######## block 1 ########
`config.mk`:
```
export PLATFORM = sky130hd
export DESIGN_NAME = issue_stage
export DESIGN_NICKNAME = d
export VERILOG_FILES = /design/src/rtl/issue_stage.sv
export SDC_FILE = /design/constraint.sdc
export NUM_CORES = 1
export LEC_CHECK = 0
export CORE_ASPECT_RATIO = 0.8
export CORE_MARGIN = 2
export CORE_UTILIZATION = 48
export DETAILED_ROUTE_END_ITERATION = 10
export PLACE_DENSITY = 0.84
export SLEW_MARGIN = 20
export SYNTH_ARGS = -nofsm -noshare
export SYNTH_HDL_FRONTEND = slang
export SYNTH_SLANG_ARGS = --single-unit
export TNS_END_PERCENT = 10
```
`constraint.sdc`:
```
create_clock -name clk_i -period 1.7 [get_ports clk_i]
set_input_delay 0.34 -clock clk_i [delete_from_list [all_inputs] [get_ports clk_i]]
set_output_delay 0.34 -clock clk_i [all_outputs]
set_load 0.02 [all_outputs]
```
`src/rtl/issue_stage.sv`:
```
// In-order, single-issue uop stage steering decoded uops into four ALU lanes.
// A per-lane countdown scoreboard holds off RAW hazards and lane conflicts until writeback.
module issue_stage #(
   parameter int ADDRESS_WIDTH = 5,
   parameter int OP_WIDTH      = 2,
   parameter int WB_LATENCY    = 1
) (
   input  logic                          clk_i,
   input  logic                          arst_i,
   input  logic                          uop_valid_i,
   output logic                          uop_ready_o,
   input  logic [1:0]                    uop_lane_i,
   input  logic [OP_WIDTH-1:0]           uop_op_i,
   input  logic [ADDRESS_WIDTH-1:0]      uop_src_a_i,
   input  logic [ADDRESS_WIDTH-1:0]      uop_src_b_i,
   input  logic [ADDRESS_WIDTH-1:0]      uop_src_c_i,
   input  logic [ADDRESS_WIDTH-1:0]      uop_dst_i,
   input  logic                          uop_we_i,
   input  logic                          flush_i,
   output logic [3:0][ADDRESS_WIDTH-1:0] select_a_o,
   output logic [3:0][ADDRESS_WIDTH-1:0] select_b_o,
   output logic [1:0][ADDRESS_WIDTH-1:0] select_c_o,
   output logic [3:0][ADDRESS_WIDTH-1:0] select_r_o,
   output logic [3:0]                    enable_writing_o,
   output logic [OP_WIDTH-1:0]           AB_op_o,
   output logic [OP_WIDTH-1:0]           LB_op_o,
   output logic [OP_WIDTH-1:0]           LSB_op_o,
   output logic [OP_WIDTH-1:0]           RSB_op_o,
   output logic                          busy_o
);

   localparam int CW = $clog2(WB_LATENCY + 1);
   localparam logic [CW-1:0] CNT_ONE  = CW'(1);
   localparam logic [CW-1:0] CNT_LOAD = CW'(WB_LATENCY);

   logic [3:0][CW-1:0]            cnt_q, cnt_d;
   logic [3:0][OP_WIDTH-1:0]      op_q, op_d;
   logic [3:0][ADDRESS_WIDTH-1:0] src_a_q, src_a_d;
   logic [3:0][ADDRESS_WIDTH-1:0] src_b_q, src_b_d;
   logic [1:0][ADDRESS_WIDTH-1:0] src_c_q, src_c_d;
   logic [3:0][ADDRESS_WIDTH-1:0] dst_q, dst_d;
   logic [3:0]                    we_q, we_d;

   logic lane_busy_s;
   logic raw_s;
   logic ready_s;
   logic accept_s;

   // Hazard detection: a lane at count 1 writes before the new uop reads, so it blocks nothing.
   always_comb begin
      lane_busy_s = (cnt_q[uop_lane_i] > CNT_ONE);
      raw_s       = 1'b0;
      for (int k = 0; k < 4; k++) begin
         raw_s = raw_s | (we_q[k] & (cnt_q[k] > CNT_ONE) &
                          ((dst_q[k] == uop_src_a_i) | (dst_q[k] == uop_src_b_i) |
                           (uop_lane_i[1] & (dst_q[k] == uop_src_c_i))));
      end
      ready_s  = arst_i & ~flush_i & ~lane_busy_s & ~raw_s;
      accept_s = uop_valid_i & ready_s;
   end

   // Next-state: flush clears all counters, accept reloads one lane, others count down.
   always_comb begin
      cnt_d   = cnt_q;
      op_d    = op_q;
      src_a_d = src_a_q;
      src_b_d = src_b_q;
      src_c_d = src_c_q;
      dst_d   = dst_q;
      we_d    = we_q;
      for (int l = 0; l < 4; l++) begin
         if (flush_i) begin
            cnt_d[l] = '0;
         end else if (accept_s && (uop_lane_i == 2'(l))) begin
            cnt_d[l]   = CNT_LOAD;
            op_d[l]    = uop_op_i;
            src_a_d[l] = uop_src_a_i;
            src_b_d[l] = uop_src_b_i;
            dst_d[l]   = uop_dst_i;
            we_d[l]    = uop_we_i;
         end else if (cnt_q[l] != '0) begin
            cnt_d[l] = cnt_q[l] - CNT_ONE;
         end else begin
            cnt_d[l] = cnt_q[l];
         end
      end
      if (accept_s && uop_lane_i[1]) begin
         src_c_d[uop_lane_i[0]] = uop_src_c_i;
      end else begin
         src_c_d = src_c_q;
      end
   end

   // Lane state registers.
   always_ff @(posedge clk_i or negedge arst_i) begin
      if (!arst_i) begin
         cnt_q   <= '0;
         op_q    <= '0;
         src_a_q <= '0;
         src_b_q <= '0;
         src_c_q <= '0;
         dst_q   <= '0;
         we_q    <= '0;
      end else begin
         cnt_q   <= cnt_d;
         op_q    <= op_d;
         src_a_q <= src_a_d;
         src_b_q <= src_b_d;
         src_c_q <= src_c_d;
         dst_q   <= dst_d;
         we_q    <= we_d;
      end
   end

   // Write enables and busy decode straight from state so async reset drops them at once.
   always_comb begin
      busy_o = 1'b0;
      for (int l = 0; l < 4; l++) begin
         enable_writing_o[l] = (cnt_q[l] == CNT_ONE) & we_q[l];
         busy_o              = busy_o | (cnt_q[l] != '0);
      end
   end

   assign uop_ready_o = ready_s;
   assign select_a_o  = src_a_q;
   assign select_b_o  = src_b_q;
   assign select_c_o  = src_c_q;
   assign select_r_o  = dst_q;
   assign AB_op_o     = op_q[0];
   assign LB_op_o     = op_q[1];
   assign LSB_op_o    = op_q[2];
   assign RSB_op_o    = op_q[3];

endmodule

```
==> results.sh <==
# yosys + openroad results
export IMPL_outcome="finished, violations left"
export IMPL_violations="negative setup slack"
export IMPL_skew_ns=0
export IMPL_synth_comb_largest_family="multiplexers"
export IMPL_ir_drop_mv=0.7444
export IMPL_biggestCellCategory="flip-flops and latches"
export IMPL_nMultiInputCombCells=95
export IMPL_p_leak_uw=0.002514
export IMPL_dr_max_layer_used="met4"
export IMPL_pg_seq_uw=2730
export IMPL_setup_tns_ns=-0.04707
export IMPL_finalSetupViolations=1
export IMPL_yosysWarnings=0
export IMPL_worst_pin_slew_ns=0.5515
export IMPL_compound_area_share_pct=0
export IMPL_cts_made_buffers=9
export IMPL_flop_count=86
export IMPL_top_cell_area_share_pct=65.82
export IMPL_setup_slack_ns=-0.04707
export IMPL_cts_root_buf="clkbuf_8"
export IMPL_top_cells_by_count="dfrtp_1 (86), mux2_2 (54), mux2_1 (19)"
export IMPL_r2r_end="LSB_op_o[0]"
export IMPL_post_cts_buffers=0
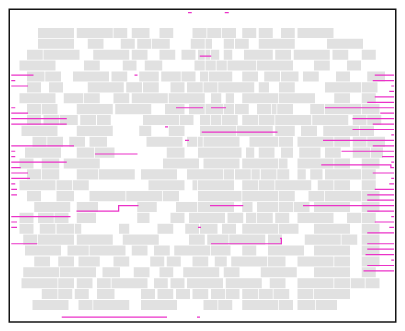
**Above:** block 1 (signal wires on met3).
Scale: 4 px per um. Cells faint in the background.
- nets with wire on the layer: 63
- wire length on this layer: 446 um

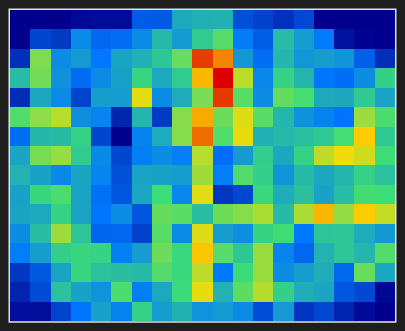
**Above:** block 1 (wiring heat map).
Scale: 4 px per um. 19 x 16 tiles, from dark blue (low) to red (high), scaled to the fullest tile. Values are wire area over tile area, all layers added.
- fullest tile: 0.42
- tiles over half the peak: 24%
- nearly empty tiles: 4.3%
final WL: 7347 um
drt wl/cell: 17.92 um
Total GRT Usage: 20.26%
detailed-route via count: 2063

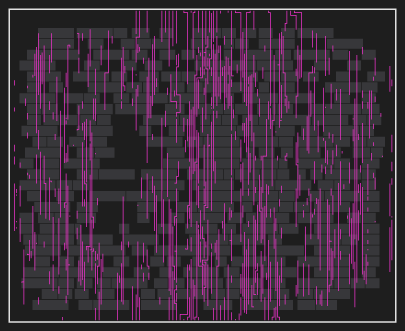
**Above:** block 1 (the metal 2 layer).
Scale: 4 px per um. Cells faint in the background.
- longest straight run: 56.8 um
- wire length on this layer: 3560 um
- main direction: vertical
- share of all routed wire: 48%


######## block 2 ########
**Block 2: routing congestion**

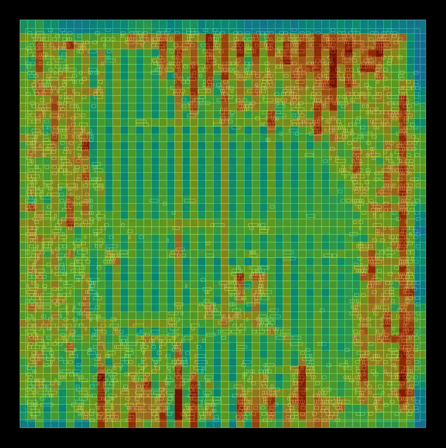
**Block 2: pin map**

Scale: 1 px per um. Pins as bars across the die edge, other pins in grey.
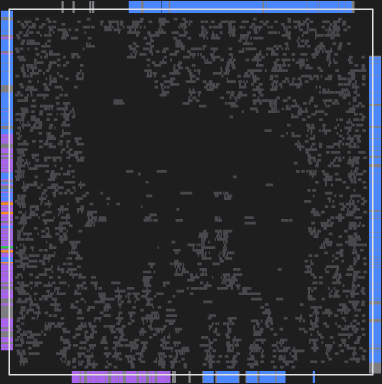
[src/rtl/gpio_link_pkg.sv]
// Shared types and helpers for the GPIO link scheduler: message width, FSM
// encoding and the round-robin index arithmetic.
package gpio_link_pkg;

    localparam int MSG_W   = 128;
    localparam int IDX_W   = 3;
    localparam int MAX_REQ = 8;

    typedef enum logic [1:0] {
        IDLE,
        SEND,
        GAP
    } linkState_t;

    function automatic logic [IDX_W-1:0] rrNext(input logic [IDX_W-1:0] idx, input int numReq);
        int n;
        n = int'(idx) + 1;
        if (n >= numReq) n = 0;
        return IDX_W'(n);
    endfunction

    // First set bit of valid at or above ptr, wrapping at numReq; ptr if none set.
    function automatic logic [IDX_W-1:0] rrPick(input logic [MAX_REQ-1:0] valid,
                                                input logic [IDX_W-1:0]   ptr,
                                                input int                 numReq);
        logic [IDX_W-1:0] pick;
        logic             found;
        int               idx;
        pick  = ptr;
        found = 1'b0;
        for (int k = 0; k < MAX_REQ; k++) begin
            idx = (int'(ptr) + k) % numReq;
            if (k < numReq && !found && valid[idx]) begin
                pick  = IDX_W'(idx);
                found = 1'b1;
            end
        end
        return pick;
    endfunction

endpackage

[src/rtl/gpio_link_sync2.sv]
// Two-flop synchronizer used for the link's done and received handshakes,
// which arrive asynchronously from the GPIO protocol block.
module gpio_sync2 (
    input  logic clock,
    input  logic reset,
    input  logic i_async,
    output logic o_sync
);

    logic r_meta;
    logic r_sync;

    always_ff @(posedge clock) begin
        if (reset) begin
            r_meta <= 1'b0;
            r_sync <= 1'b0;
        end else begin
            r_meta <= i_async;
            r_sync <= r_meta;
        end
    end

    assign o_sync = r_sync;

endmodule

[src/rtl/gpio_link_scheduler.sv]
// Round-robin scheduler that shares the GPIO board-to-board link between
// on-chip requesters, with inbound capture and a send timeout.
module gpio_link_scheduler
    import gpio_link_pkg::*;
#(
    parameter int NUM_REQ    = 4,
    parameter int TIMEOUT    = 1023,
    parameter int GAP_CYCLES = 2
) (
    input  logic                     clock,
    input  logic                     reset,
    input  logic [NUM_REQ-1:0]       req_valid,
    input  logic [NUM_REQ*MSG_W-1:0] req_msg,
    output logic [NUM_REQ-1:0]       req_ack,
    output logic                     link_data_ready,
    output logic [MSG_W-1:0]         link_message_out,
    input  logic                     link_done,
    input  logic                     link_received,
    input  logic [MSG_W-1:0]         link_message_in,
    output logic                     rx_valid,
    output logic [MSG_W-1:0]         rx_msg,
    output logic                     timeout_err,
    output logic                     busy
);

    localparam int CNT_W = $clog2(TIMEOUT + 1);
    localparam int GAP_W = $clog2(GAP_CYCLES + 1);

    linkState_t           r_state;
    logic [NUM_REQ-1:0]   r_ack;
    logic                 r_dataReady;
    logic [MSG_W-1:0]     r_msgOut;
    logic                 r_timeoutErr;
    logic                 r_busy;
    logic [IDX_W-1:0]     r_rrPtr;
    logic [IDX_W-1:0]     r_grant;
    logic [CNT_W-1:0]     r_cnt;
    logic [GAP_W-1:0]     r_gapCnt;
    logic                 r_rcvPrev;
    logic                 r_rxValid;
    logic [MSG_W-1:0]     r_rxMsg;

    logic                 w_doneS;
    logic                 w_rcvS;
    logic                 w_rcvRise;
    logic [MAX_REQ-1:0]   w_validPad;
    logic [IDX_W-1:0]     w_pick;
    logic [MSG_W-1:0]     w_pickMsg;
    logic [NUM_REQ-1:0]   w_grantOneHot;

    gpio_sync2 u_syncDone (
        .clock   (clock),
        .reset   (reset),
        .i_async (link_done),
        .o_sync  (w_doneS)
    );

    gpio_sync2 u_syncRcv (
        .clock   (clock),
        .reset   (reset),
        .i_async (link_received),
        .o_sync  (w_rcvS)
    );

    assign w_rcvRise  = w_rcvS & ~r_rcvPrev;
    assign w_validPad = MAX_REQ'(req_valid);
    assign w_pick     = rrPick(w_validPad, r_rrPtr, NUM_REQ);

    always_comb begin
        w_pickMsg     = '0;
        w_grantOneHot = '0;
        for (int i = 0; i < NUM_REQ; i++) begin
            if (w_pick == IDX_W'(i)) w_pickMsg = req_msg[i*MSG_W +: MSG_W];
            w_grantOneHot[i] = (r_grant == IDX_W'(i));
        end
    end

    // Done beats timeout; either way the pointer moves past the grant so an
    // aborted requester is retried only after the others get a turn.
    always_ff @(posedge clock) begin
        if (reset) begin
            r_state      <= IDLE;
            r_ack        <= '0;
            r_dataReady  <= 1'b0;
            r_msgOut     <= '0;
            r_timeoutErr <= 1'b0;
            r_busy       <= 1'b0;
            r_rrPtr      <= '0;
            r_grant      <= '0;
            r_cnt        <= '0;
            r_gapCnt     <= '0;
        end else begin
            r_ack        <= '0;
            r_timeoutErr <= 1'b0;
            case (r_state)
                IDLE: begin
                    if (|req_valid && !w_rcvS) begin
                        r_msgOut    <= w_pickMsg;
                        r_grant     <= w_pick;
                        r_cnt       <= '0;
                        r_dataReady <= 1'b1;
                        r_busy      <= 1'b1;
                        r_state     <= SEND;
                    end
                end
                SEND: begin
                    r_cnt <= r_cnt + 1'b1;
                    if (w_doneS) begin
                        r_ack       <= w_grantOneHot;
                        r_dataReady <= 1'b0;
                        r_rrPtr     <= rrNext(r_grant, NUM_REQ);
                        r_gapCnt    <= '0;
                        r_state     <= GAP;
                    end else if (r_cnt == CNT_W'(TIMEOUT - 1)) begin
                        r_timeoutErr <= 1'b1;
                        r_dataReady  <= 1'b0;
                        r_rrPtr      <= rrNext(r_grant, NUM_REQ);
                        r_gapCnt     <= '0;
                        r_state      <= GAP;
                    end
                end
                GAP: begin
                    if (r_gapCnt == GAP_W'(GAP_CYCLES - 1)) begin
                        r_busy  <= 1'b0;
                        r_state <= IDLE;
                    end else begin
                        r_gapCnt <= r_gapCnt + 1'b1;
                    end
                end
                default: begin
                    r_dataReady <= 1'b0;
                    r_busy      <= 1'b0;
                    r_state     <= IDLE;
                end
            endcase
        end
    end

    // Inbound capture is independent of the send FSM.
    always_ff @(posedge clock) begin
        if (reset) begin
            r_rcvPrev <= 1'b0;
            r_rxValid <= 1'b0;
            r_rxMsg   <= '0;
        end else begin
            r_rcvPrev <= w_rcvS;
            r_rxValid <= w_rcvRise;
            if (w_rcvRise) r_rxMsg <= link_message_in;
        end
    end

    assign req_ack          = r_ack;
    assign link_data_ready  = r_dataReady;
    assign link_message_out = r_msgOut;
    assign timeout_err      = r_timeoutErr;
    assign busy             = r_busy;
    assign rx_valid         = r_rxValid;
    assign rx_msg           = r_rxMsg;

endmodule

[config.mk]
export PLATFORM = sky130hd
export DESIGN_NAME = gpio_link_scheduler
export DESIGN_NICKNAME = d
export VERILOG_FILES = /design/src/rtl/gpio_link_pkg.sv /design/src/rtl/gpio_link_sync2.sv /design/src/rtl/gpio_link_scheduler.sv
export SDC_FILE = /design/constraint.sdc
export NUM_CORES = 1
export LEC_CHECK = 0
export CAP_MARGIN = 20
export CORE_AREA = 5 5 357 359
export CTS_CLUSTER_SIZE = 30
export DETAILED_ROUTE_END_ITERATION = 12
export DIE_AREA = 0 0 362 364
export PLACE_DENSITY = 0.3
export RECOVER_POWER = 100
export SLEW_MARGIN = 20
export SYNTH_ARGS = -nofsm -noshare
export SYNTH_HDL_FRONTEND = slang
export SYNTH_SLANG_ARGS = --single-unit
[constraint.sdc]
create_clock -name clock -period 4.2 [get_ports clock]
set_clock_uncertainty 0.05 [all_clocks]
set_input_delay 0.42 -clock clock [delete_from_list [all_inputs] [get_ports clock]]
set_output_delay 0.42 -clock clock [all_outputs]
set_load 0.005 [all_outputs]
==> results.sh <==
# yosys + openroad results
export IMPL_r2r_slack_ns=0.71
export IMPL_maxSlewViolCount=258
export IMPL_violations="max-capacitance violations, max-slew violations"
export IMPL_post_cts_buffers=0
export IMPL_top_cell_area_share_pct=41.83
export IMPL_rr_worst_depth=7
export IMPL_grt_max_degree=129
export IMPL_cp_num_buf_inv=1
export IMPL_p_leak_uw=0.009619
export IMPL_die_area_um2=131800
export IMPL_outcome="finished, violations left"
export IMPL_clkCellAreaFrac_pct=5.962
export IMPL_path_depth=7
export IMPL_netSwitchingFraction_pct=31.21
export IMPL_maxCapViolCount=3
export IMPL_inverters=8
export IMPL_hold_viol=0
About 'routing congestion' of block 2:
met2 Track Usage GR: 25.46%
drt wl/cell: 24.42 um
met3 Track Usage GR: 6.992%
GRT met1 Usage: 17.39%
Total GRT Usage: 15.21%

About 'pin map' of block 2:
- green: reset (pins 1; direction input; edge west)
- blue: req_msg (pins 512; direction input; edge 195 north, 179 east, 77 west, 61 south)
- purple: link_message_in (pins 128; direction input; edge 78 west, 50 south)
- orange: req_valid (pins 4; direction input; edge west)


######## block 3 ########
==> src/rtl/instr_pkg.sv <==
// Shared types and constants for the instruction sequencer.
package instr_pkg;

    // Motion direction encoding carried in instr[1:0].
    typedef enum logic [1:0] {
        FWD   = 2'b00,
        REV   = 2'b01,
        LEFT  = 2'b10,
        RIGHT = 2'b11
    } dir_t;

    // One stored instruction: torque in [3:2], direction in [1:0].
    typedef struct packed {
        logic [1:0] torque;
        dir_t       dir;
    } instr_t;

    // Sequencer control states.
    typedef enum logic [1:0] {
        IDLE  = 2'b00,
        FETCH = 2'b01,
        HOLD  = 2'b10
    } seq_state_t;

    // One second at 50 MHz.
    localparam int unsigned STEP_CYCLES_DEFAULT = 32'd50_000_000;

endpackage

==> src/rtl/instr_sequencer_step_timer.sv <==
// Step timer: loads the hold length and counts down while enabled. The expire
// pulse fires on the last enabled cycle, so a hold lasts exactly STEP_CYCLES.
module step_timer
    import instr_pkg::*;
#(
    parameter int unsigned STEP_CYCLES = STEP_CYCLES_DEFAULT,
    parameter int unsigned W           = $clog2(STEP_CYCLES + 1)
) (
    input  logic clk,
    input  logic rst_n,
    input  logic load,
    input  logic en,
    output logic expire
);

    localparam logic [W-1:0] LOAD_VAL = W'(STEP_CYCLES);
    localparam logic [W-1:0] ONE      = W'(1);

    logic [W-1:0] cnt_r;

    // Down-counter: reload on load, decrement while enabled and non-zero.
    always_ff @(posedge clk or negedge rst_n) begin
        if (!rst_n) begin
            cnt_r <= {W{1'b0}};
        end else if (load) begin
            cnt_r <= LOAD_VAL;
        end else if (en && (cnt_r != {W{1'b0}})) begin
            cnt_r <= cnt_r - ONE;
        end else begin
            cnt_r <= cnt_r;
        end
    end

    assign expire = en && (cnt_r == ONE);

endmodule

==> src/rtl/instr_sequencer.sv <==
// Instruction sequencer: records up to DEPTH motor instructions and replays
// them, holding each one on the motor outputs for STEP_CYCLES cycles.
module instr_sequencer
    import instr_pkg::*;
#(
    parameter int unsigned DEPTH       = 8,
    parameter int unsigned STEP_CYCLES = STEP_CYCLES_DEFAULT
) (
    input  logic                       CLOCK50,
    input  logic                       reset_n,
    input  logic [3:0]                 instr_in,
    input  logic                       save,
    input  logic                       execute,
    input  logic                       delete,
    output logic [1:0]                 dir_out,
    output logic [1:0]                 torque_out,
    output logic                       motor_en,
    output logic [$clog2(DEPTH):0]     count,
    output logic                       busy,
    output logic                       full,
    output logic                       empty,
    output logic                       done
);

    localparam int unsigned PW = $clog2(DEPTH);
    localparam int unsigned CW = PW + 1;

    seq_state_t    state_r, state_next_s;
    logic [CW-1:0] count_r;
    logic [PW-1:0] ptr_r;
    instr_t        mem_r [DEPTH];
    logic          motor_en_r, done_r;
    logic [1:0]    dir_r, torque_r;

    logic          empty_s, full_s, last_s;
    logic          wr_en_s, cnt_inc_s, cnt_dec_s;
    logic          timer_load_s, timer_en_s, timer_expire_s;

    assign empty_s    = (count_r == {CW{1'b0}});
    assign full_s     = (count_r == CW'(DEPTH));
    assign last_s     = (({1'b0, ptr_r} + CW'(1)) >= count_r);
    assign timer_en_s = (state_r == HOLD);

    step_timer #(
        .STEP_CYCLES (STEP_CYCLES)
    ) u_step_timer (
        .clk    (CLOCK50),
        .rst_n  (reset_n),
        .load   (timer_load_s),
        .en     (timer_en_s),
        .expire (timer_expire_s)
    );

    // Next-state and program-edit decisions; edits only happen while idle and
    // delete wins over a coincident save.
    always_comb begin
        state_next_s = state_r;
        wr_en_s      = 1'b0;
        cnt_inc_s    = 1'b0;
        cnt_dec_s    = 1'b0;
        timer_load_s = 1'b0;
        case (state_r)
            IDLE: begin
                if (delete) begin
                    cnt_dec_s = !empty_s;
                end else if (save && !full_s) begin
                    wr_en_s   = 1'b1;
                    cnt_inc_s = 1'b1;
                end else begin
                    cnt_dec_s = 1'b0;
                end
                // Do not start a run whose only instruction is being deleted.
                if (execute && !empty_s && !(cnt_dec_s && (count_r == CW'(1)))) begin
                    state_next_s = FETCH;
                end else begin
                    state_next_s = IDLE;
                end
            end
            FETCH: begin
                timer_load_s = 1'b1;
                state_next_s = HOLD;
            end
            HOLD: begin
                if (timer_expire_s) begin
                    state_next_s = last_s ? IDLE : FETCH;
                end else begin
                    state_next_s = HOLD;
                end
            end
            default: begin
                state_next_s = IDLE;
            end
        endcase
    end

    // Control registers and registered motor/status outputs.
    always_ff @(posedge CLOCK50 or negedge reset_n) begin
        if (!reset_n) begin
            state_r    <= IDLE;
            count_r    <= {CW{1'b0}};
            ptr_r      <= {PW{1'b0}};
            motor_en_r <= 1'b0;
            dir_r      <= 2'b00;
            torque_r   <= 2'b00;
            done_r     <= 1'b0;
        end else begin
            state_r <= state_next_s;
            if (cnt_dec_s) begin
                count_r <= count_r - CW'(1);
            end else if (cnt_inc_s) begin
                count_r <= count_r + CW'(1);
            end else begin
                count_r <= count_r;
            end
            if ((state_r == HOLD) && timer_expire_s) begin
                ptr_r <= last_s ? {PW{1'b0}} : (ptr_r + PW'(1));
            end else begin
                ptr_r <= ptr_r;
            end
            done_r <= (state_r == HOLD) && timer_expire_s && last_s;
            if (state_r == FETCH) begin
                motor_en_r <= 1'b1;
                dir_r      <= mem_r[ptr_r].dir;
                torque_r   <= mem_r[ptr_r].torque;
            end else if ((state_r == HOLD) && (state_next_s == HOLD)) begin
                motor_en_r <= motor_en_r;
                dir_r      <= dir_r;
                torque_r   <= torque_r;
            end else begin
                motor_en_r <= 1'b0;
                dir_r      <= 2'b00;
                torque_r   <= 2'b00;
            end
        end
    end

    // Program storage; deliberately not reset, stale entries sit beyond count.
    always_ff @(posedge CLOCK50) begin
        if (wr_en_s) begin
            mem_r[count_r[PW-1:0]] <= instr_t'(instr_in);
        end
    end

    assign motor_en   = motor_en_r;
    assign dir_out    = dir_r;
    assign torque_out = torque_r;
    assign done       = done_r;
    assign count      = count_r;
    assign busy       = (state_r != IDLE);
    assign full       = full_s;
    assign empty      = empty_s;

endmodule

==> config.mk <==
export PLATFORM = sky130hd
export DESIGN_NAME = instr_sequencer
export DESIGN_NICKNAME = d
export VERILOG_FILES = /design/src/rtl/instr_pkg.sv /design/src/rtl/instr_sequencer_step_timer.sv /design/src/rtl/instr_sequencer.sv
export SDC_FILE = /design/constraint.sdc
export NUM_CORES = 1
export LEC_CHECK = 0
export CAP_MARGIN = 20
export CORE_MARGIN = 2
export CORE_UTILIZATION = 24
export CTS_BUF_LIST = sky130_fd_sc_hd__clkbuf_16
export DETAILED_ROUTE_END_ITERATION = 10
export PLACE_DENSITY = 0.5
export SETUP_SLACK_MARGIN = 0.05
export SYNTH_ARGS = -nofsm -noshare
export SYNTH_HDL_FRONTEND = slang
export SYNTH_HIERARCHICAL = 1
export SYNTH_SLANG_ARGS = --single-unit
==> constraint.sdc <==
create_clock -name CLOCK50 -period 5.3 [get_ports CLOCK50]
set_clock_uncertainty 0.1 [all_clocks]
set_input_delay 1.06 -clock CLOCK50 [delete_from_list [all_inputs] [get_ports CLOCK50]]
set_output_delay 1.06 -clock CLOCK50 [all_outputs]
set_load 0.05 [all_outputs]
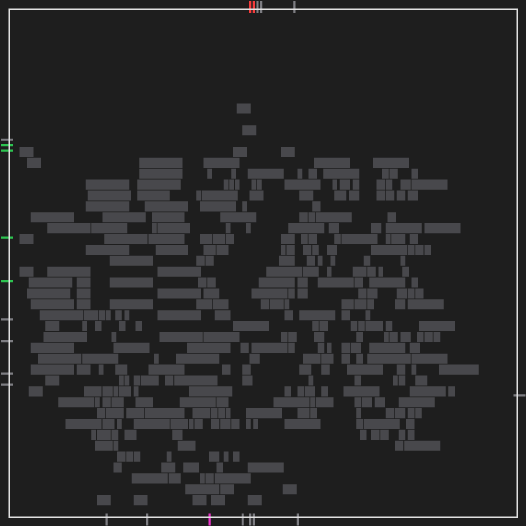
**Above:** block 3 (pin map).
Scale: 4 px per um. Pins as bars across the die edge, other pins in grey.
- red: torque_out (pins 2; direction output; edge north)
- magenta: delete (pins 1; direction input; edge south)
- green: instr_in (pins 4; direction input; edge west)
- all pins by edge: 9 west, 7 south, 5 north, 1 east

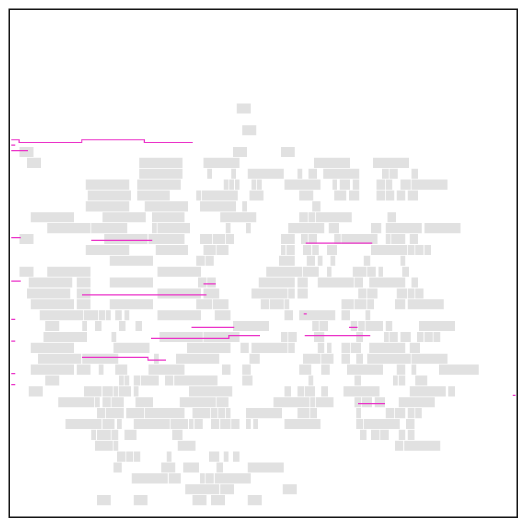
**Above:** block 3 (signal wires on met3).
Scale: 4 px per um. Cells faint in the background.
- longest straight run: 30.8 um
- nets with wire on the layer: 15

==> results.sh <==
# yosys + openroad results
export IMPL_outcome="completed"
export IMPL_crit_path_top_delay_cell="clkdlybuf4s50_1"
export IMPL_cp_end_kind="primary output"
export IMPL_tap_cells=184
export IMPL_wl_per_cell_um=15.30
export IMPL_ant_nets=0
export IMPL_postCtsResizedCells=0
export IMPL_hold_buffers=0
export IMPL_r2r_slack_ns=2.53
export IMPL_simple_gate_share_pct=21.57
export IMPL_wl_met1_um=3788
export IMPL_synth_area_leader_cell="dfrtp_1"
export IMPL_flop_count=73
export IMPL_cts_made_buffers=9
export IMPL_grt_max_degree=42
export IMPL_post_route_min_period_ns=3.572

######## block 4 ########
**Block 4: signal wires on met3**

Scale: 6 px per um. Cells faint in the background.
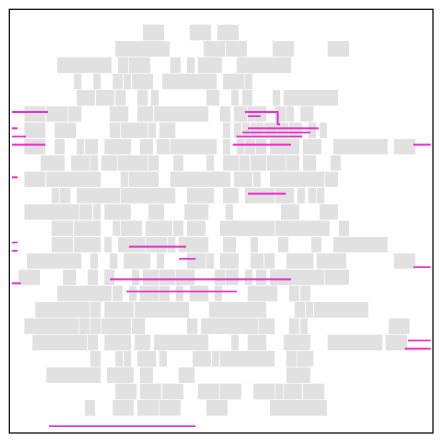
File: config.mk
export PLATFORM = sky130hd
export DESIGN_NAME = change_dispenser
export DESIGN_NICKNAME = d
export VERILOG_FILES = /design/src/rtl/change_dispenser.sv
export SDC_FILE = /design/constraint.sdc
export NUM_CORES = 1
export LEC_CHECK = 0
export CORE_UTILIZATION = 40
export CTS_CLUSTER_SIZE = 10
export DETAILED_ROUTE_END_ITERATION = 8
export GPL_TIMING_DRIVEN = 0
export PLACE_DENSITY = 0.71
export SLEW_MARGIN = 20
export SYNTH_ARGS = -nofsm -noshare
export SYNTH_HDL_FRONTEND = slang
export SYNTH_SLANG_ARGS = --single-unit
File: constraint.sdc
create_clock -name clk -period 3.1 [get_ports clk]
set_clock_uncertainty 0.1 [all_clocks]
set_input_delay 0.62 -clock clk [delete_from_list [all_inputs] [get_ports clk]]
set_output_delay 0.62 -clock clk [all_outputs]
set_load 0.005 [all_outputs]
File: src/rtl/change_dispenser.sv
// Change/refund payout unit: pays a Q1 amount largest coin first from three
// tracked coin stocks, one eject strobe per coin, with done/fault reporting.
module change_dispenser #(
  parameter int unsigned AMT_W      = 6,
  parameter int unsigned STOCK_W    = 4,
  parameter int unsigned STOCK_INIT = 8,
  parameter int unsigned GAP_CYCLES = 2
) (
  input  logic               clk,
  input  logic               rst_n,
  input  logic               charge_req,
  input  logic [AMT_W-1:0]   amount,
  input  logic               refill,
  output logic               busy,
  output logic               coin_out,
  output logic [1:0]         coin_type,
  output logic               done,
  output logic               fault,
  output logic [AMT_W-1:0]   remaining,
  output logic [STOCK_W-1:0] stock_10,
  output logic [STOCK_W-1:0] stock_1,
  output logic [STOCK_W-1:0] stock_h
);

  localparam int unsigned GAP_W = (GAP_CYCLES > 1) ? $clog2(GAP_CYCLES) : 1;

  localparam logic [1:0] COIN_10 = 2'b10;
  localparam logic [1:0] COIN_1  = 2'b01;
  localparam logic [1:0] COIN_H  = 2'b11;

  localparam logic [AMT_W-1:0]   VAL_10 = AMT_W'(20);
  localparam logic [AMT_W-1:0]   VAL_1  = AMT_W'(2);
  localparam logic [AMT_W-1:0]   VAL_H  = AMT_W'(1);
  localparam logic [STOCK_W-1:0] S_INIT = STOCK_W'(STOCK_INIT);
  localparam logic [GAP_W-1:0]   GAP_LD = GAP_W'(GAP_CYCLES - 1);

  // S_ZERO is the non-busy pass taken by a zero amount before DONE.
  typedef enum logic [2:0] {
    S_IDLE, S_ZERO, S_SELECT, S_PULSE, S_GAP, S_DONE, S_FAULT
  } state_t;

  state_t           state;
  logic             req_d;
  logic [GAP_W-1:0] gap_cnt;

  logic             req_edge;
  logic             pick_10, pick_1, pick_h;
  logic [AMT_W-1:0] coin_val;

  assign req_edge = charge_req && !req_d;
  assign pick_10  = (remaining >= VAL_10) && (stock_10 != '0);
  assign pick_1   = (remaining >= VAL_1)  && (stock_1  != '0);
  assign pick_h   = (remaining >= VAL_H)  && (stock_h  != '0);

  always_comb begin
    coin_val = VAL_H;
    case (coin_type)
      COIN_10: coin_val = VAL_10;
      COIN_1:  coin_val = VAL_1;
      default: coin_val = VAL_H;
    endcase
  end

  always_ff @(posedge clk or negedge rst_n) begin
    if (!rst_n) begin
      state     <= S_IDLE;
      req_d     <= 1'b0;
      gap_cnt   <= '0;
      busy      <= 1'b0;
      coin_out  <= 1'b0;
      coin_type <= 2'b00;
      done      <= 1'b0;
      fault     <= 1'b0;
      remaining <= '0;
      stock_10  <= S_INIT;
      stock_1   <= S_INIT;
      stock_h   <= S_INIT;
    end else begin
      req_d    <= charge_req;
      coin_out <= 1'b0;
      done     <= 1'b0;
      case (state)
        S_IDLE: begin
          if (req_edge) begin
            remaining <= amount;
            fault     <= 1'b0;
            if (amount == '0) begin
              state <= S_ZERO;
            end else begin
              state <= S_SELECT;
              busy  <= 1'b1;
            end
          end else if (refill) begin
            stock_10 <= S_INIT;
            stock_1  <= S_INIT;
            stock_h  <= S_INIT;
          end
        end
        S_ZERO: begin
          state <= S_DONE;
          done  <= 1'b1;
        end
        // Greedy choice: largest coin that fits and is in stock.
        S_SELECT: begin
          if (pick_10 || pick_1 || pick_h) begin
            coin_type <= pick_10 ? COIN_10 : (pick_1 ? COIN_1 : COIN_H);
            coin_out  <= 1'b1;
            state     <= S_PULSE;
          end else begin
            fault <= 1'b1;
            busy  <= 1'b0;
            state <= S_FAULT;
          end
        end
        S_PULSE: begin
          remaining <= remaining - coin_val;
          case (coin_type)
            COIN_10: stock_10 <= stock_10 - STOCK_W'(1);
            COIN_1:  stock_1  <= stock_1  - STOCK_W'(1);
            default: stock_h  <= stock_h  - STOCK_W'(1);
          endcase
          gap_cnt <= GAP_LD;
          state   <= S_GAP;
        end
        S_GAP: begin
          if (gap_cnt == '0) begin
            if (remaining == '0) begin
              done  <= 1'b1;
              busy  <= 1'b0;
              state <= S_DONE;
            end else begin
              state <= S_SELECT;
            end
          end else begin
            gap_cnt <= gap_cnt - GAP_W'(1);
          end
        end
        S_DONE:  state <= S_IDLE;
        S_FAULT: state <= S_IDLE;
        default: state <= S_IDLE;
      endcase
    end
  end

endmodule
==> results.sh <==
# yosys + openroad results
export IMPL_netSwitchingFraction_pct=39.85
export IMPL_compound_area_share_pct=16.72
export IMPL_seq_share_pct=30.88
export IMPL_cp_common_cell="nand2b_1"
export IMPL_rows=24
export IMPL_cts_root_buf="clkbuf_8"
export IMPL_cp_num_buf_inv=3
export IMPL_simple_gate_share_pct=21.47
export IMPL_remaining_drc_errors=0
export IMPL_vias_per_cell=5.474
export IMPL_r2r_start="stock_h[0]"
export IMPL_portBuffers=33
export IMPL_hold_buffers=0
export IMPL_cts_buffer_depth=2
export IMPL_timing_fmax_mhz=452.0
export IMPL_ant_nets=0
export IMPL_outcome="completed"
export IMPL_grt_overflow_total=0
export IMPL_holdWs_ns=0.2623
export IMPL_design_area_um2=2362
About 'signal wires on met3' of block 4:
- nets with wire on the layer: 20
- wire length on this layer: 171 um
- longest straight run: 29.9 um
detailed-route via count: 1593
final WL: 4220 um
met3 Track Usage GR: 5.339%


######## block 5 ########
$ cat src/rtl/bcd_tick_counter.sv
// Multi-digit BCD up/down counter stepped by an internal prescaler tick.
// Also provides a registered tick pulse, a wrap pulse and a blink square wave.
module bcd_tick_counter #(
  parameter int CLK_HZ  = 16_000_000,
  parameter int TICK_HZ = 2,
  parameter int DIGITS  = 2,
  parameter int STEP    = 1
) (
  input  logic                  i_clk,
  input  logic                  i_rst_n,
  input  logic                  i_en,
  input  logic                  i_up,
  input  logic                  i_clr,
  input  logic                  i_load,
  input  logic [4*DIGITS-1:0]   i_load_val,
  output logic [4*DIGITS-1:0]   o_bcd_out,
  output logic                  o_tick,
  output logic                  o_wrap,
  output logic                  o_blink
);

  localparam int DIV = CLK_HZ / TICK_HZ;
  localparam int PW  = (DIV > 2) ? $clog2(DIV) : 1;
  localparam logic [PW-1:0] LAST = PW'(DIV - 1);

  if (DIV < 2 || DIGITS < 1 || DIGITS > 8 || STEP < 1 || STEP > 9) begin : g_bad_param
    $error("bcd_tick_counter: illegal parameter set (DIV=%0d DIGITS=%0d STEP=%0d)", DIV, DIGITS, STEP);
  end

  logic [PW-1:0]         r_presc;
  logic [4*DIGITS-1:0]   r_bcd;
  logic                  r_tick;
  logic                  r_wrap;
  logic                  r_blink;

  logic                  w_tick_due;
  logic [DIGITS:0]       w_cy;
  logic [4*DIGITS-1:0]   w_step;
  logic [4*DIGITS-1:0]   w_load_sat;

  assign w_tick_due = i_en && (r_presc == LAST);
  assign w_cy[0]    = 1'b0;

  // Carry (up) or borrow (down) ripples digit to digit; STEP enters at digit 0.
  for (genvar gi = 0; gi < DIGITS; gi++) begin : g_digit
    logic [3:0] w_d;
    logic [3:0] w_add;
    logic [3:0] w_lv;
    logic [4:0] w_sum;
    logic [4:0] w_diff;
    logic       w_c_up;
    logic       w_b_dn;

    assign w_d    = r_bcd[4*gi +: 4];
    assign w_add  = (gi == 0) ? 4'(STEP) : 4'd0;
    assign w_sum  = {1'b0, w_d} + {1'b0, w_add} + {4'd0, w_cy[gi]};
    assign w_diff = {1'b0, w_d} + 5'd10 - {1'b0, w_add} - {4'd0, w_cy[gi]};
    assign w_c_up = (w_sum >= 5'd10);
    assign w_b_dn = (w_diff < 5'd10);

    assign w_cy[gi+1] = i_up ? w_c_up : w_b_dn;
    assign w_step[4*gi +: 4] = i_up ? (w_c_up ? 4'(w_sum - 5'd10) : w_sum[3:0])
                                    : (w_b_dn ? w_diff[3:0] : 4'(w_diff - 5'd10));

    assign w_lv = i_load_val[4*gi +: 4];
    assign w_load_sat[4*gi +: 4] = (w_lv > 4'd9) ? 4'd9 : w_lv;
  end

  always_ff @(posedge i_clk or negedge i_rst_n) begin
    if (!i_rst_n) begin
      r_presc <= '0;
      r_bcd   <= '0;
      r_tick  <= 1'b0;
      r_wrap  <= 1'b0;
      r_blink <= 1'b0;
    end else begin
      r_tick <= 1'b0;
      r_wrap <= 1'b0;
      if (i_clr) begin
        r_presc <= '0;
        r_bcd   <= '0;
      end else begin
        if (w_tick_due) begin
          r_presc <= '0;
          r_tick  <= 1'b1;
          r_blink <= ~r_blink;
        end else if (i_en) begin
          r_presc <= r_presc + PW'(1);
        end
        // A load on a tick edge consumes the tick without stepping the value.
        if (i_load) begin
          r_bcd <= w_load_sat;
        end else if (w_tick_due) begin
          r_bcd  <= w_step;
          r_wrap <= w_cy[DIGITS];
        end
      end
    end
  end

  assign o_bcd_out = r_bcd;
  assign o_tick    = r_tick;
  assign o_wrap    = r_wrap;
  assign o_blink   = r_blink;

endmodule

$ cat config.mk
export PLATFORM = sky130hd
export DESIGN_NAME = bcd_tick_counter
export DESIGN_NICKNAME = d
export VERILOG_FILES = /design/src/rtl/bcd_tick_counter.sv
export SDC_FILE = /design/constraint.sdc
export NUM_CORES = 1
export LEC_CHECK = 0
export ABC_AREA = 0
export CORE_MARGIN = 1
export CORE_UTILIZATION = 53
export DETAILED_ROUTE_END_ITERATION = 10
export GPL_TIMING_DRIVEN = 1
export PLACE_DENSITY = 0.75
export SYNTH_ARGS = -nofsm -noshare
export SYNTH_HDL_FRONTEND = slang
export SYNTH_SLANG_ARGS = --single-unit
export TNS_END_PERCENT = 5
$ cat constraint.sdc
create_clock -name i_clk -period 4.11 [get_ports i_clk]
set_input_delay 0.822 -clock i_clk [delete_from_list [all_inputs] [get_ports i_clk]]
set_output_delay 0.822 -clock i_clk [all_outputs]
set_load 0.05 [all_outputs]
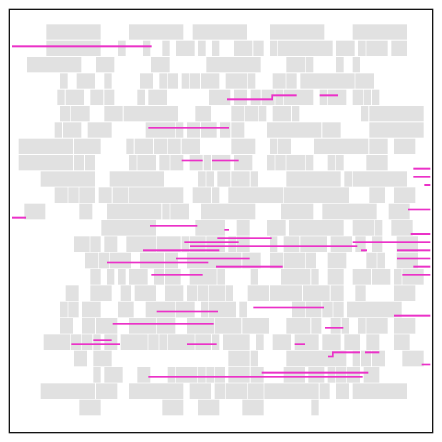
**Above:** block 5 (signal wires on met3).
Scale: 6 px per um. Cells faint in the background.
- main direction: horizontal
- wire length on this layer: 341 um
- nets with wire on the layer: 34
detailed-route via count: 2146
final WL: 5538 um
met3 Track Usage GR: 4.762%

==> results.sh <==
# yosys + openroad results
export IMPL_cp_common_cell="ha_1"
export IMPL_timing_fmax_mhz=256.4
export IMPL_dp_cells=350
export IMPL_place_area_um2=2755
export IMPL_synth_comb_largest_family="simple AND/OR/NAND/NOR gates"
export IMPL_maxCapViolCount=0
export IMPL_sh_comb_area_pct=51.61
export IMPL_top_cells_by_count="nor2_1 (35), dfrtp_1 (34), xnor2_1 (23)"
export IMPL_critPathLaunchType="flip-flop"
export IMPL_seqPwrFrac_pct=41.5
export IMPL_inverters=22
export IMPL_cts_sinks=34
export IMPL_drive_gt1_share_pct=8.197
export IMPL_track_usage_pct=24.33
export IMPL_first_pass_iters=4
export IMPL_path_clk_slew_ns=0.07
export IMPL_cts_made_buffers=5
export IMPL_power_leader="sequential cells"
export IMPL_clkCellAreaFrac_pct=3.923
export IMPL_max_slew_margin_rel_pct=49.42
export IMPL_gr_max_usage_layer="met1"
export IMPL_outcome="completed"
export IMPL_clkPwrFrac_pct=37.5
export IMPL_ys_async_sr_fraction_pct=100.0
export IMPL_ir_drop_mv=0.1265
export IMPL_r2r_slack_ns=0.21
export IMPL_path_depth=16
export IMPL_period_used_pct=94.90

######## block 6 ########
**Block 6: wiring heat map**

Scale: 8 px per um. 8 x 9 tiles, from dark blue (low) to red (high), scaled to the fullest tile. Values are wire area over tile area, all layers added.
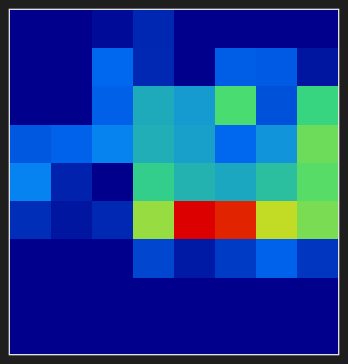
**Block 6: the metal 2 layer**

Scale: 12 px per um. Cells faint in the background.
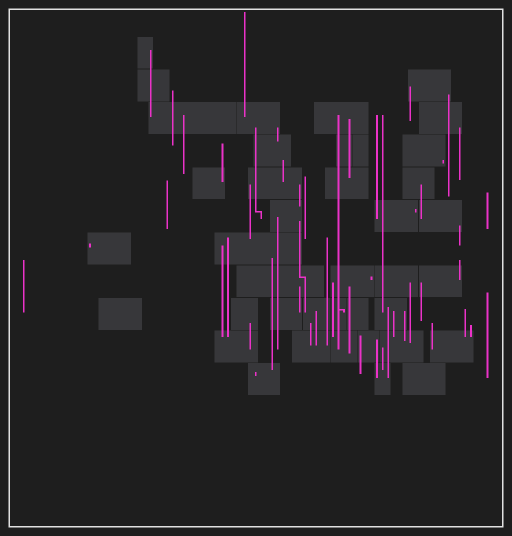
**Block 6: pin map**

Scale: 12 px per um. Pins as bars across the die edge, other pins in grey.
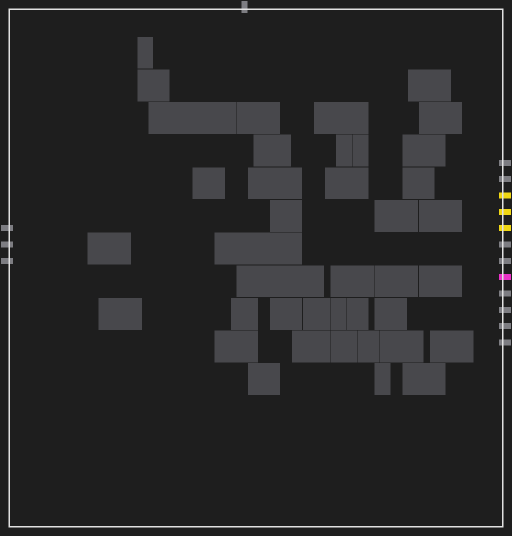
[src/rtl/shift_add_ctrl.sv]
// Sequencer for the 24x24 shift-add mantissa multiplier datapath.
// Optional feature: define SHIFT_ADD_CTRL_STAT_EN to add the add_cnt load-pulse counter.
module shift_add_ctrl (
    input  logic       clk,
    input  logic       rst,
    input  logic       start,
    input  logic       ack,
    input  logic       zero,
    input  logic       lsb,
    output logic       init,
    output logic       load,
    output logic       clear,
    output logic       shift,
    output logic       out_en,
    output logic       busy,
    output logic       done,
`ifdef SHIFT_ADD_CTRL_STAT_EN
    output logic [4:0] add_cnt,
`endif
    output logic [2:0] state_dbg
);

    localparam logic [2:0] S_IDLE  = 3'd0;
    localparam logic [2:0] S_INIT  = 3'd1;
    localparam logic [2:0] S_CHECK = 3'd2;
    localparam logic [2:0] S_SHIFT = 3'd3;
    localparam logic [2:0] S_DONE  = 3'd4;

    // Handshake: start is honoured only in IDLE, ack only in DONE; neither is queued.
    logic [2:0] state_q, state_d;

    always_comb begin
        state_d = state_q;
        case (state_q)
            S_IDLE:  if (start) state_d = S_INIT;
            S_INIT:  state_d = S_CHECK;
            S_CHECK: state_d = zero ? S_DONE : S_SHIFT;
            S_SHIFT: state_d = S_CHECK;
            S_DONE:  if (ack) state_d = S_IDLE;
            default: state_d = S_IDLE;
        endcase
    end

    always_ff @(posedge clk) begin
        if (rst) state_q <= S_IDLE;
        else     state_q <= state_d;
    end

    // clear is active-low: in a CHECK with lsb=0 it drops so the shift brings in a 0 carry.
    always_comb begin
        init   = 1'b0;
        load   = 1'b0;
        clear  = 1'b0;
        shift  = 1'b0;
        out_en = 1'b0;
        done   = 1'b0;
        case (state_q)
            S_INIT:  init = 1'b1;
            S_CHECK: begin
                if (zero) begin
                    clear = 1'b1;
                end else begin
                    load  = lsb;
                    clear = lsb;
                end
            end
            S_SHIFT: begin
                shift = 1'b1;
                clear = 1'b1;
            end
            S_DONE:  begin
                out_en = 1'b1;
                done   = 1'b1;
                clear  = 1'b1;
            end
            default: ;
        endcase
    end

    assign busy      = (state_q == S_INIT) || (state_q == S_CHECK) || (state_q == S_SHIFT);
    assign state_dbg = state_q;

`ifdef SHIFT_ADD_CTRL_STAT_EN
    logic [4:0] add_cnt_q, add_cnt_d;

    always_comb begin
        add_cnt_d = add_cnt_q;
        if (state_q == S_INIT) add_cnt_d = 5'd0;
        else if (load)         add_cnt_d = add_cnt_q + 5'd1;
    end

    always_ff @(posedge clk) begin
        if (rst) add_cnt_q <= 5'd0;
        else     add_cnt_q <= add_cnt_d;
    end

    assign add_cnt = add_cnt_q;
`endif

endmodule

[config.mk]
export PLATFORM = sky130hd
export DESIGN_NAME = shift_add_ctrl
export DESIGN_NICKNAME = d
export VERILOG_FILES = /design/src/rtl/shift_add_ctrl.sv
export SDC_FILE = /design/constraint.sdc
export NUM_CORES = 1
export LEC_CHECK = 0
export CORE_AREA = 2 2 39 41
export DETAILED_ROUTE_END_ITERATION = 8
export DIE_AREA = 0 0 41 43
export GPL_TIMING_DRIVEN = 0
export PLACE_DENSITY = 0.44
export SLEW_MARGIN = 20
export SYNTH_ARGS = -nofsm -noshare
export SYNTH_HDL_FRONTEND = slang
export SYNTH_SLANG_ARGS = --single-unit
[constraint.sdc]
create_clock -name clk -period 2.7 [get_ports clk]
set_input_delay 0.54 -clock clk [delete_from_list [all_inputs] [get_ports clk]]
set_output_delay 0.54 -clock clk [all_outputs]
set_load 0.005 [all_outputs]
==> results.sh <==
# yosys + openroad results
export IMPL_outcome="completed"
export IMPL_flop_count=3
export IMPL_whs_endpoint="state_dbg[1]"
export IMPL_yosysWarnings=0
export IMPL_r2r_slack_ns=1.57
export IMPL_grt_max_degree=11
export IMPL_min_delay_path_depth=1
export IMPL_p_int_uw=128.8
export IMPL_ys_cells=21
export IMPL_p_clk_uw=79.9
export IMPL_worstSetupEndpoint="load"
export IMPL_dr_first_iter_drc_count=5
export IMPL_cts_sinks=3
export IMPL_power_uw=170.8
export IMPL_gr_max_usage_layer="met2"
export IMPL_cp_num_buf_inv=2
export IMPL_flop_area_um2=60.06
Notes on 'wiring heat map' of block 6 above:
- tiles over half the peak: 11%
- nearly empty tiles: 43%
- fullest tile: 0.32
Total GRT Usage: 7.847%
drt wl/cell: 10.20 um
final WL: 571 um
detailed-route via count: 238

Notes on 'the metal 2 layer' of block 6 above:
- nets with wire on the layer: 42
- wire length on this layer: 240 um
- longest straight run: 19.4 um
- main direction: vertical

Notes on 'pin map' of block 6 above:
- magenta: load (pins 1; direction output; edge east)
- yellow: state_dbg (pins 3; direction output; edge east)
die height: 43 um
width of the die: 41 um
I/O Buffers: 15



==> notes/layouts.md <==
Pictures saved along the way, in no particular order.

Routing congestion.
Plate I
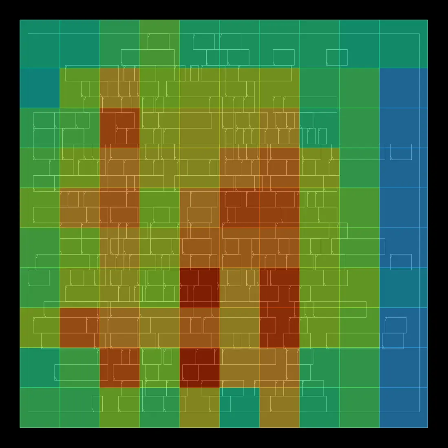
Plate II
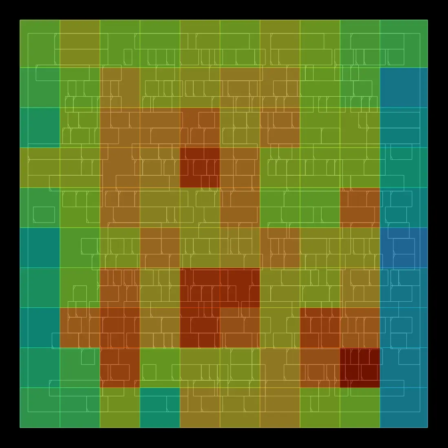
Plate III
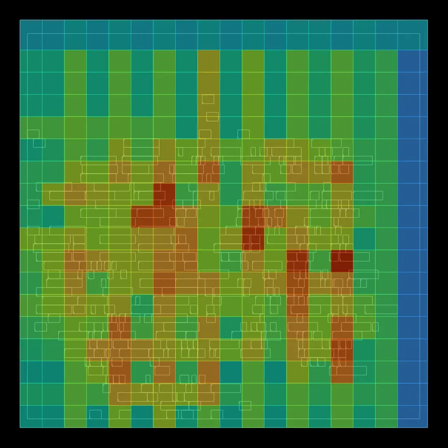
Plate IV
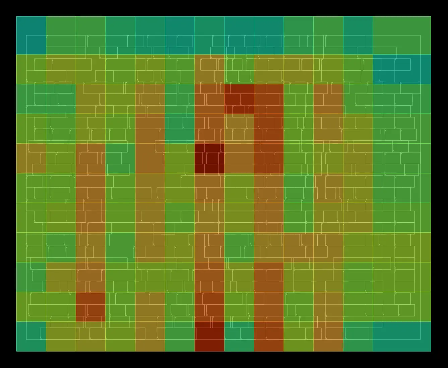
The one with the lowest track usage is Plate III.
The one with the highest utilization is Plate IV.
block 5: Plate II
block 4: Plate I
block 3: Plate III
block 1: Plate IV

